# ---- design 1 ----
==> src/rtl/ram_ring_ctrl_pkg.sv <==
// Shared defaults and width helpers for the ring-buffer RAM address controller.
package ram_ring_ctrl_pkg;

  localparam int unsigned DEF_ADDR_W = 10;
  localparam int unsigned DEF_WR_W   = 16;
  localparam int unsigned DEF_RD_W   = 64;

  function automatic int unsigned bank_idx_w(input int unsigned bank_num);
    return $clog2(bank_num);
  endfunction

  // Width of the in-bank offset field of an address of addr_w bits.
  function automatic int unsigned off_w(input int unsigned addr_w, input int unsigned bank_num);
    return addr_w - $clog2(bank_num);
  endfunction

endpackage

==> src/rtl/ram_rd_lat_pipe.sv <==
// Read-latency pipe: delays the RAM read strobe by RD_LAT cycles and captures
// RAM read data on the delayed strobe.
module ram_rd_lat_pipe
  import ram_ring_ctrl_pkg::*;
#(
  parameter int unsigned DATA_W = DEF_RD_W,
  parameter int unsigned RD_LAT = 2
) (
  input  logic              clk,
  input  logic              reset,
  input  logic              ren,
  input  logic [DATA_W-1:0] ram_rdata,
  output logic [DATA_W-1:0] rdata,
  output logic              rdata_vld
);

  logic [RD_LAT-1:0] vld_sr_q, vld_sr_d;
  logic [RD_LAT:0]   vld_sr_ext;
  logic              vld_dly;

  // Extended vector keeps the shift well-formed for RD_LAT == 1.
  always_comb begin
    vld_sr_ext = {vld_sr_q, ren};
    vld_sr_d   = vld_sr_ext[RD_LAT-1:0];
    vld_dly    = vld_sr_q[RD_LAT-1];
  end

  always_ff @(posedge clk or negedge reset) begin
    if (!reset) begin
      vld_sr_q  <= '0;
      rdata_vld <= 1'b0;
      rdata     <= '0;
    end else begin
      vld_sr_q  <= vld_sr_d;
      rdata_vld <= vld_dly;
      if (vld_dly) begin
        rdata <= ram_rdata;
      end
    end
  end

endmodule

==> src/rtl/ram_ring_ctrl.sv <==
// RAM ring controller: BANK_NUM banks written in bursts and read in wide beats.
// Optional stall statistics counters are enabled with `define RAMC_STAT_EN.
module ram_ring_ctrl
  import ram_ring_ctrl_pkg::*;
#(
  parameter int unsigned ADDR_W    = DEF_ADDR_W,
  parameter int unsigned BANK_NUM  = 4,
  parameter int unsigned BURST_LEN = 8,
  parameter int unsigned WR_W      = DEF_WR_W,
  parameter int unsigned RD_W      = DEF_RD_W,
  parameter int unsigned RD_LAT    = 2,
  localparam int unsigned BANK_W   = bank_idx_w(BANK_NUM),
  localparam int unsigned RA_W     = ADDR_W - $clog2(RD_W / WR_W),
  localparam int unsigned CNT_W    = BANK_W + 1
) (
  input  logic              clk,
  input  logic              reset,
  input  logic              w_vaild,
  input  logic              w_ready,
  output logic              w_req,
  output logic              r_fifo,
  output logic [ADDR_W-1:0] ram_waddr,
  input  logic              r_o_vaild,
  output logic              r_o_ready,
  output logic              ram_ren,
  output logic [RA_W-1:0]   ram_raddr,
  input  logic [RD_W-1:0]   ram_rdata,
  output logic [RD_W-1:0]   rdata,
  output logic              rdata_vld,
  output logic [CNT_W-1:0]  bank_cnt
`ifdef RAMC_STAT_EN
  ,
  output logic [15:0]       ovf_cnt,
  output logic [15:0]       unf_cnt
`endif
);

  localparam int unsigned      WOFF_W   = off_w(ADDR_W, BANK_NUM);
  localparam int unsigned      ROFF_W   = off_w(RA_W, BANK_NUM);
  localparam logic [CNT_W-1:0] CNT_FULL = CNT_W'(BANK_NUM);

  logic [ADDR_W-1:0] waddr_q, waddr_d, waddr_inc;
  logic [RA_W-1:0]   raddr_q, raddr_d;
  logic [CNT_W-1:0]  cnt_q, cnt_d;
  logic              w_acc, r_acc, wr_done, rd_done;

  always_comb begin
    w_req     = w_vaild & (cnt_q != CNT_FULL);
    w_acc     = w_req & w_ready;
    waddr_inc = waddr_q + ADDR_W'(BURST_LEN);
    wr_done   = w_acc & (waddr_inc[WOFF_W-1:0] == '0);
    r_o_ready = (cnt_q != '0);
    r_acc     = r_o_vaild & r_o_ready;
    rd_done   = r_acc & (&raddr_q[ROFF_W-1:0]);
    waddr_d   = w_acc ? waddr_inc : waddr_q;
    raddr_d   = r_acc ? raddr_q + RA_W'(1) : raddr_q;
    cnt_d     = cnt_q;
    if (wr_done && !rd_done) begin
      cnt_d = cnt_q + CNT_W'(1);
    end else if (rd_done && !wr_done) begin
      cnt_d = cnt_q - CNT_W'(1);
    end
  end

  always_ff @(posedge clk or negedge reset) begin
    if (!reset) begin
      waddr_q <= '0;
      raddr_q <= '0;
      cnt_q   <= '0;
    end else begin
      waddr_q <= waddr_d;
      raddr_q <= raddr_d;
      cnt_q   <= cnt_d;
    end
  end

  assign r_fifo    = w_acc;
  assign ram_ren   = r_acc;
  assign ram_waddr = waddr_q;
  assign ram_raddr = raddr_q;
  assign bank_cnt  = cnt_q;

  ram_rd_lat_pipe #(
    .DATA_W (RD_W),
    .RD_LAT (RD_LAT)
  ) u_rd_pipe (
    .clk       (clk),
    .reset     (reset),
    .ren       (r_acc),
    .ram_rdata (ram_rdata),
    .rdata     (rdata),
    .rdata_vld (rdata_vld)
  );

`ifdef RAMC_STAT_EN
  logic [15:0] ovf_q, unf_q;

  always_ff @(posedge clk or negedge reset) begin
    if (!reset) begin
      ovf_q <= '0;
      unf_q <= '0;
    end else begin
      if (w_vaild && (cnt_q == CNT_FULL) && (ovf_q != 16'hFFFF)) begin
        ovf_q <= ovf_q + 16'd1;
      end
      if (r_o_vaild && !r_o_ready && (unf_q != 16'hFFFF)) begin
        unf_q <= unf_q + 16'd1;
      end
    end
  end

  assign ovf_cnt = ovf_q;
  assign unf_cnt = unf_q;
`endif

  bank_cnt_range: assert property (@(posedge clk) disable iff (!reset) cnt_q <= CNT_FULL);

endmodule

==> config.mk <==
export PLATFORM = sky130hd
export DESIGN_NAME = ram_ring_ctrl
export DESIGN_NICKNAME = d
export VERILOG_FILES = /design/src/rtl/ram_ring_ctrl_pkg.sv /design/src/rtl/ram_rd_lat_pipe.sv /design/src/rtl/ram_ring_ctrl.sv
export SDC_FILE = /design/constraint.sdc
export NUM_CORES = 1
export LEC_CHECK = 0
export CORE_ASPECT_RATIO = 0.7
export CORE_MARGIN = 2
export CORE_UTILIZATION = 39
export DETAILED_ROUTE_END_ITERATION = 6
export PLACE_DENSITY = 0.75
export SYNTH_ARGS = -nofsm -noshare
export SYNTH_HDL_FRONTEND = slang
export SYNTH_HIERARCHICAL = 1
export SYNTH_SLANG_ARGS = --single-unit
==> constraint.sdc <==
create_clock -name clk -period 2.3 [get_ports clk]
set_input_delay 0.575 -clock clk [delete_from_list [all_inputs] [get_ports clk]]
set_output_delay 0.575 -clock clk [all_outputs]
set_load 0.05 [all_outputs]
# ---- design 2 ----
### config.mk
export PLATFORM = sky130hd
export DESIGN_NAME = segment_id_ex_stage
export DESIGN_NICKNAME = d
export VERILOG_FILES = /design/src/rtl/segment_id_ex_stage.sv
export SDC_FILE = /design/constraint.sdc
export NUM_CORES = 1
export LEC_CHECK = 0
export ABC_AREA = 1
export CORE_MARGIN = 2
export CORE_UTILIZATION = 35
export CTS_CLUSTER_DIAMETER = 40
export DETAILED_ROUTE_END_ITERATION = 6
export PLACE_DENSITY = 0.85
export SKIP_CTS_REPAIR_TIMING = 1
export SYNTH_ARGS = -nofsm -noshare
export SYNTH_HDL_FRONTEND = slang
export SYNTH_SLANG_ARGS = --single-unit
### constraint.sdc
create_clock -name clk -period 0.8 [get_ports clk]
set_input_delay 0.16 -clock clk [delete_from_list [all_inputs] [get_ports clk]]
set_output_delay 0.16 -clock clk [all_outputs]
set_load 0.02 [all_outputs]
### src/rtl/segment_id_ex_stage.sv
// ID/EX pipeline register: captures decode-stage controls, operands, address and immediate.
// One cycle latency, no stall/flush; async active-low reset clears every field to zero.
module segment_id_ex_stage #(
   parameter int DATA_W     = 21,
   parameter int REG_ADDR_W = 4,
   parameter int ALUOP_W    = 3
) (
   input  logic                  clk,
   input  logic                  rst,
   input  logic                  MemToReg_in,
   input  logic                  MemRead_in,
   input  logic                  MemWrite_in,
   input  logic [ALUOP_W-1:0]    ALUOp_in,
   input  logic                  ALUSrc_in,
   input  logic                  RegWrite_in,
   input  logic [DATA_W-1:0]     pc_in,
   input  logic [DATA_W-1:0]     RD1_in,
   input  logic [DATA_W-1:0]     RD2_in,
   input  logic [DATA_W-1:0]     RD3_in,
   input  logic [REG_ADDR_W-1:0] RR3_in,
   input  logic [DATA_W-1:0]     num_in,
   output logic                  MemToReg_out,
   output logic                  MemRead_out,
   output logic                  MemWrite_out,
   output logic [ALUOP_W-1:0]    ALUOp_out,
   output logic                  ALUSrc_out,
   output logic                  RegWrite_out,
   output logic [DATA_W-1:0]     pc_out,
   output logic [DATA_W-1:0]     RD1_out,
   output logic [DATA_W-1:0]     RD2_out,
   output logic [DATA_W-1:0]     RD3_out,
   output logic [REG_ADDR_W-1:0] RR3_out,
   output logic [DATA_W-1:0]     num_out
);

   logic                  mem_to_reg_d, mem_to_reg_q;
   logic                  mem_read_d,   mem_read_q;
   logic                  mem_write_d,  mem_write_q;
   logic [ALUOP_W-1:0]    alu_op_d,     alu_op_q;
   logic                  alu_src_d,    alu_src_q;
   logic                  reg_write_d,  reg_write_q;
   logic [DATA_W-1:0]     pc_d,         pc_q;
   logic [DATA_W-1:0]     rd1_d,        rd1_q;
   logic [DATA_W-1:0]     rd2_d,        rd2_q;
   logic [DATA_W-1:0]     rd3_d,        rd3_q;
   logic [REG_ADDR_W-1:0] rr3_d,        rr3_q;
   logic [DATA_W-1:0]     num_d,        num_q;

   // Pure pass-through: every edge loads the decode-stage values unchanged.
   always_comb begin
      mem_to_reg_d = MemToReg_in;
      mem_read_d   = MemRead_in;
      mem_write_d  = MemWrite_in;
      alu_op_d     = ALUOp_in;
      alu_src_d    = ALUSrc_in;
      reg_write_d  = RegWrite_in;
      pc_d         = pc_in;
      rd1_d        = RD1_in;
      rd2_d        = RD2_in;
      rd3_d        = RD3_in;
      rr3_d        = RR3_in;
      num_d        = num_in;
   end

   always_ff @(posedge clk or negedge rst) begin
      if (!rst) begin
         mem_to_reg_q <= 1'b0;
         mem_read_q   <= 1'b0;
         mem_write_q  <= 1'b0;
         alu_op_q     <= '0;
         alu_src_q    <= 1'b0;
         reg_write_q  <= 1'b0;
         pc_q         <= '0;
         rd1_q        <= '0;
         rd2_q        <= '0;
         rd3_q        <= '0;
         rr3_q        <= '0;
         num_q        <= '0;
      end else begin
         mem_to_reg_q <= mem_to_reg_d;
         mem_read_q   <= mem_read_d;
         mem_write_q  <= mem_write_d;
         alu_op_q     <= alu_op_d;
         alu_src_q    <= alu_src_d;
         reg_write_q  <= reg_write_d;
         pc_q         <= pc_d;
         rd1_q        <= rd1_d;
         rd2_q        <= rd2_d;
         rd3_q        <= rd3_d;
         rr3_q        <= rr3_d;
         num_q        <= num_d;
      end
   end

   assign MemToReg_out = mem_to_reg_q;
   assign MemRead_out  = mem_read_q;
   assign MemWrite_out = mem_write_q;
   assign ALUOp_out    = alu_op_q;
   assign ALUSrc_out   = alu_src_q;
   assign RegWrite_out = reg_write_q;
   assign pc_out       = pc_q;
   assign RD1_out      = rd1_q;
   assign RD2_out      = rd2_q;
   assign RD3_out      = rd3_q;
   assign RR3_out      = rr3_q;
   assign num_out      = num_q;

endmodule

### Clock wires, drivers and flops, design 2

The bar under the picture is 20 um long.
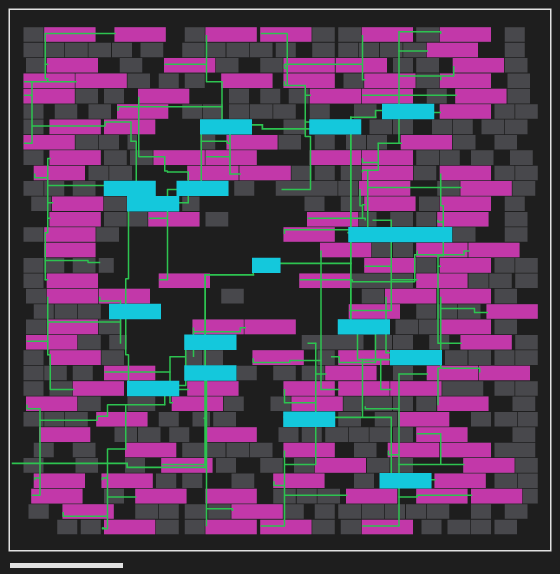
cyan -> clock drivers  # count 17
magenta -> flip-flops  # count 117
green -> clock wires  # length 1410 um
flops lie = spread over the die

==> flow_metrics.env, design 2 <==
# yosys + openroad results
export IMPL_multi_input_comb_area_um2=0
export IMPL_crit_path_start="pc_out[14]$_DFF_PN0_"
export IMPL_detailed_route_drc_error_count=0
export IMPL_critical_path_cell_chain="buf_6"
export IMPL_flip_flops_with_a_built_in_enable=0
export IMPL_worstSetupStartpointType="flop"
export IMPL_drt_wl_total_um=8650
export IMPL_post_place_cells=459
export IMPL_timing_critical_path_required_ns=0.64
export IMPL_status="finished with violations"
export IMPL_top_layer="met4"
export IMPL_top_cell="sky130_fd_sc_hd__dfrtp_1"
export IMPL_die_width_um=95.5
export IMPL_final_layout_size_suffix_gt1_frac=0.393
export IMPL_worst_slack_ns=-0.408
export IMPL_layout_cell_area_non_filler_um2=6220
export IMPL_finalWorstPathRequiredPeriod_ns=1.21
export IMPL_area_of_the_die_um2=9110
export IMPL_timing_final_setup_violations=117
export IMPL_grt_setup_unrepaired="yes"
export IMPL_violated_checks="negative setup slack"
-- design 2: through the flow --
step,TNS (ns),util
floorplan,0,-
global placement,-30.58,0.667
detailed placement,-31.59,0.667
CTS,-95.96,0.742
global route,-47.90,0.761
finish,-42.05,0.761
-- design 2: cells by family (layout without fill, tap and decap cells) --
logic type,Yosys count,after routing,share of synthesized area
flip-flops,117,117,1.00
buffers and inverters,0,270,0
-- design 2: cell type report --
cell class              instances  area, um2  area share
clock inverters                13        171      0.0276
repair buffers                238       2550       0.409
clock buffers                  19        442      0.0710
well taps                     105        131      0.0211
flip-flops and latches        117       2930       0.471
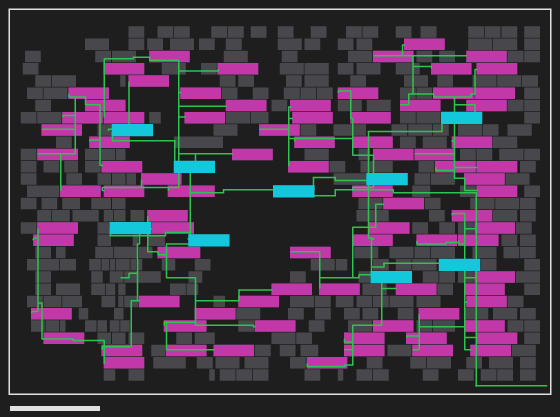
*Clock wires, drivers and flops, design 1*
The bar under the picture is 20 um long.
magenta -> flip-flops  # count 85
green -> clock wires  # length 1050 um
cyan -> clock drivers  # count 9
routed clock nets = 10
source-to-sink clock delay at the later pin of the worst-skew pair: 0.33 ns
maximum clock skew at final layout: 0.00479 ns

==> flow_metrics.env, design 1 <==
# yosys + openroad results
export IMPL_status="finished clean"
export IMPL_netlist_cell_type_count=26
export IMPL_ys_cells=214
export IMPL_stage_log_warnings=28
export IMPL_critical_path_cell_chain="clkdlybuf4s50_1"
export IMPL_groute_usage_overall=0.174
export IMPL_routed_wire_length_per_instance_um=16.4
export IMPL_yosys_top_cells_area="sky130_fd_sc_hd__dfrtp_1, sky130_fd_sc_hd__mux2_4, sky130_fd_sc_hd__buf_12, sky130_fd_sc_hd__xnor2_1, sky130_fd_sc_hd__mux2_2"
export IMPL_critPathArrivalTime_ns=1.64
export IMPL_clock_fmax_ghz=0.451
export IMPL_multi_input_comb_area_um2=1400
export IMPL_floorplan_utilization=0.403
export IMPL_finish_cell_count_without_fillers=509
export IMPL_flip_flops_with_a_built_in_enable=0
export IMPL_floorplan_die_height_um=85.1
export IMPL_timing_critical_path_required_ns=1.73
export IMPL_groute_layer_met3_usage=0.0659
export IMPL_timing_final_setup_violations=0
export IMPL_h_tree_depth=3
export IMPL_comb_cell_share=0.245
export IMPL_num_nonclk_inverters=1
export IMPL_count_of_input_and_output_buffers=155
export IMPL_yosysSeqAreaShare=0.580
export IMPL_non_clock_buffer_count=165
export IMPL_relative_area_change_from_synthesis_to_final_layout_pct=55.6
[design 1: cell families after synthesis]
kind of cell / count (synthesis) / synth area share
AOI/OAI and AO/OA: 4 / 0.00853
xor gates and xnor gates: 18 / 0.0430
adders and majority gates: 5 / 0.0191
buffers and inverters: 13 / 0.0471
DFF: 85 / 0.580
muxes: 67 / 0.267
other: 1 / 0.00102
and+or+nand+nor: 21 / 0.0341
[design 1: what timing repair did]
item                                    CTS  global route
endpoints found under the setup margin    0             2
setup buffers                             0             0
gates resized                             0             5

## Gallery

Metal layers overlaid.
Plate I
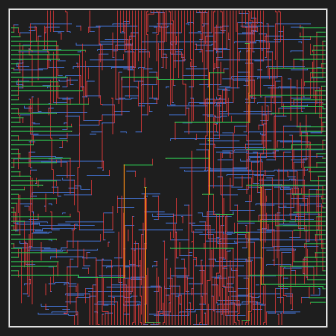
Plate II
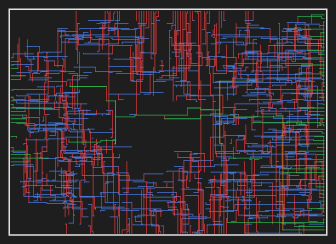
| picture | from |
|---|---|
| Plate I | design 2 |
| Plate II | design 1 |



## Gallery

Routing congestion.
image #1
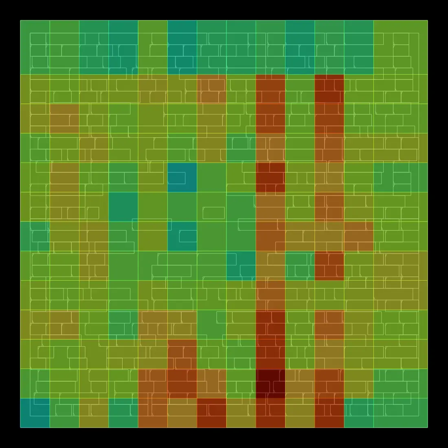
image #2
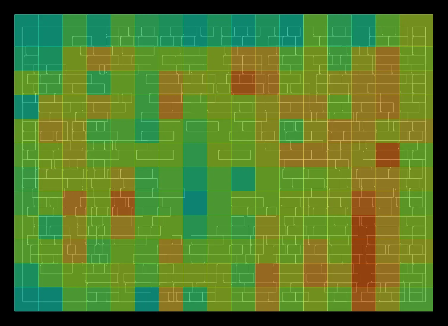
- design 1 = image #2
- design 2 = image #1
- highest utilization: image #1

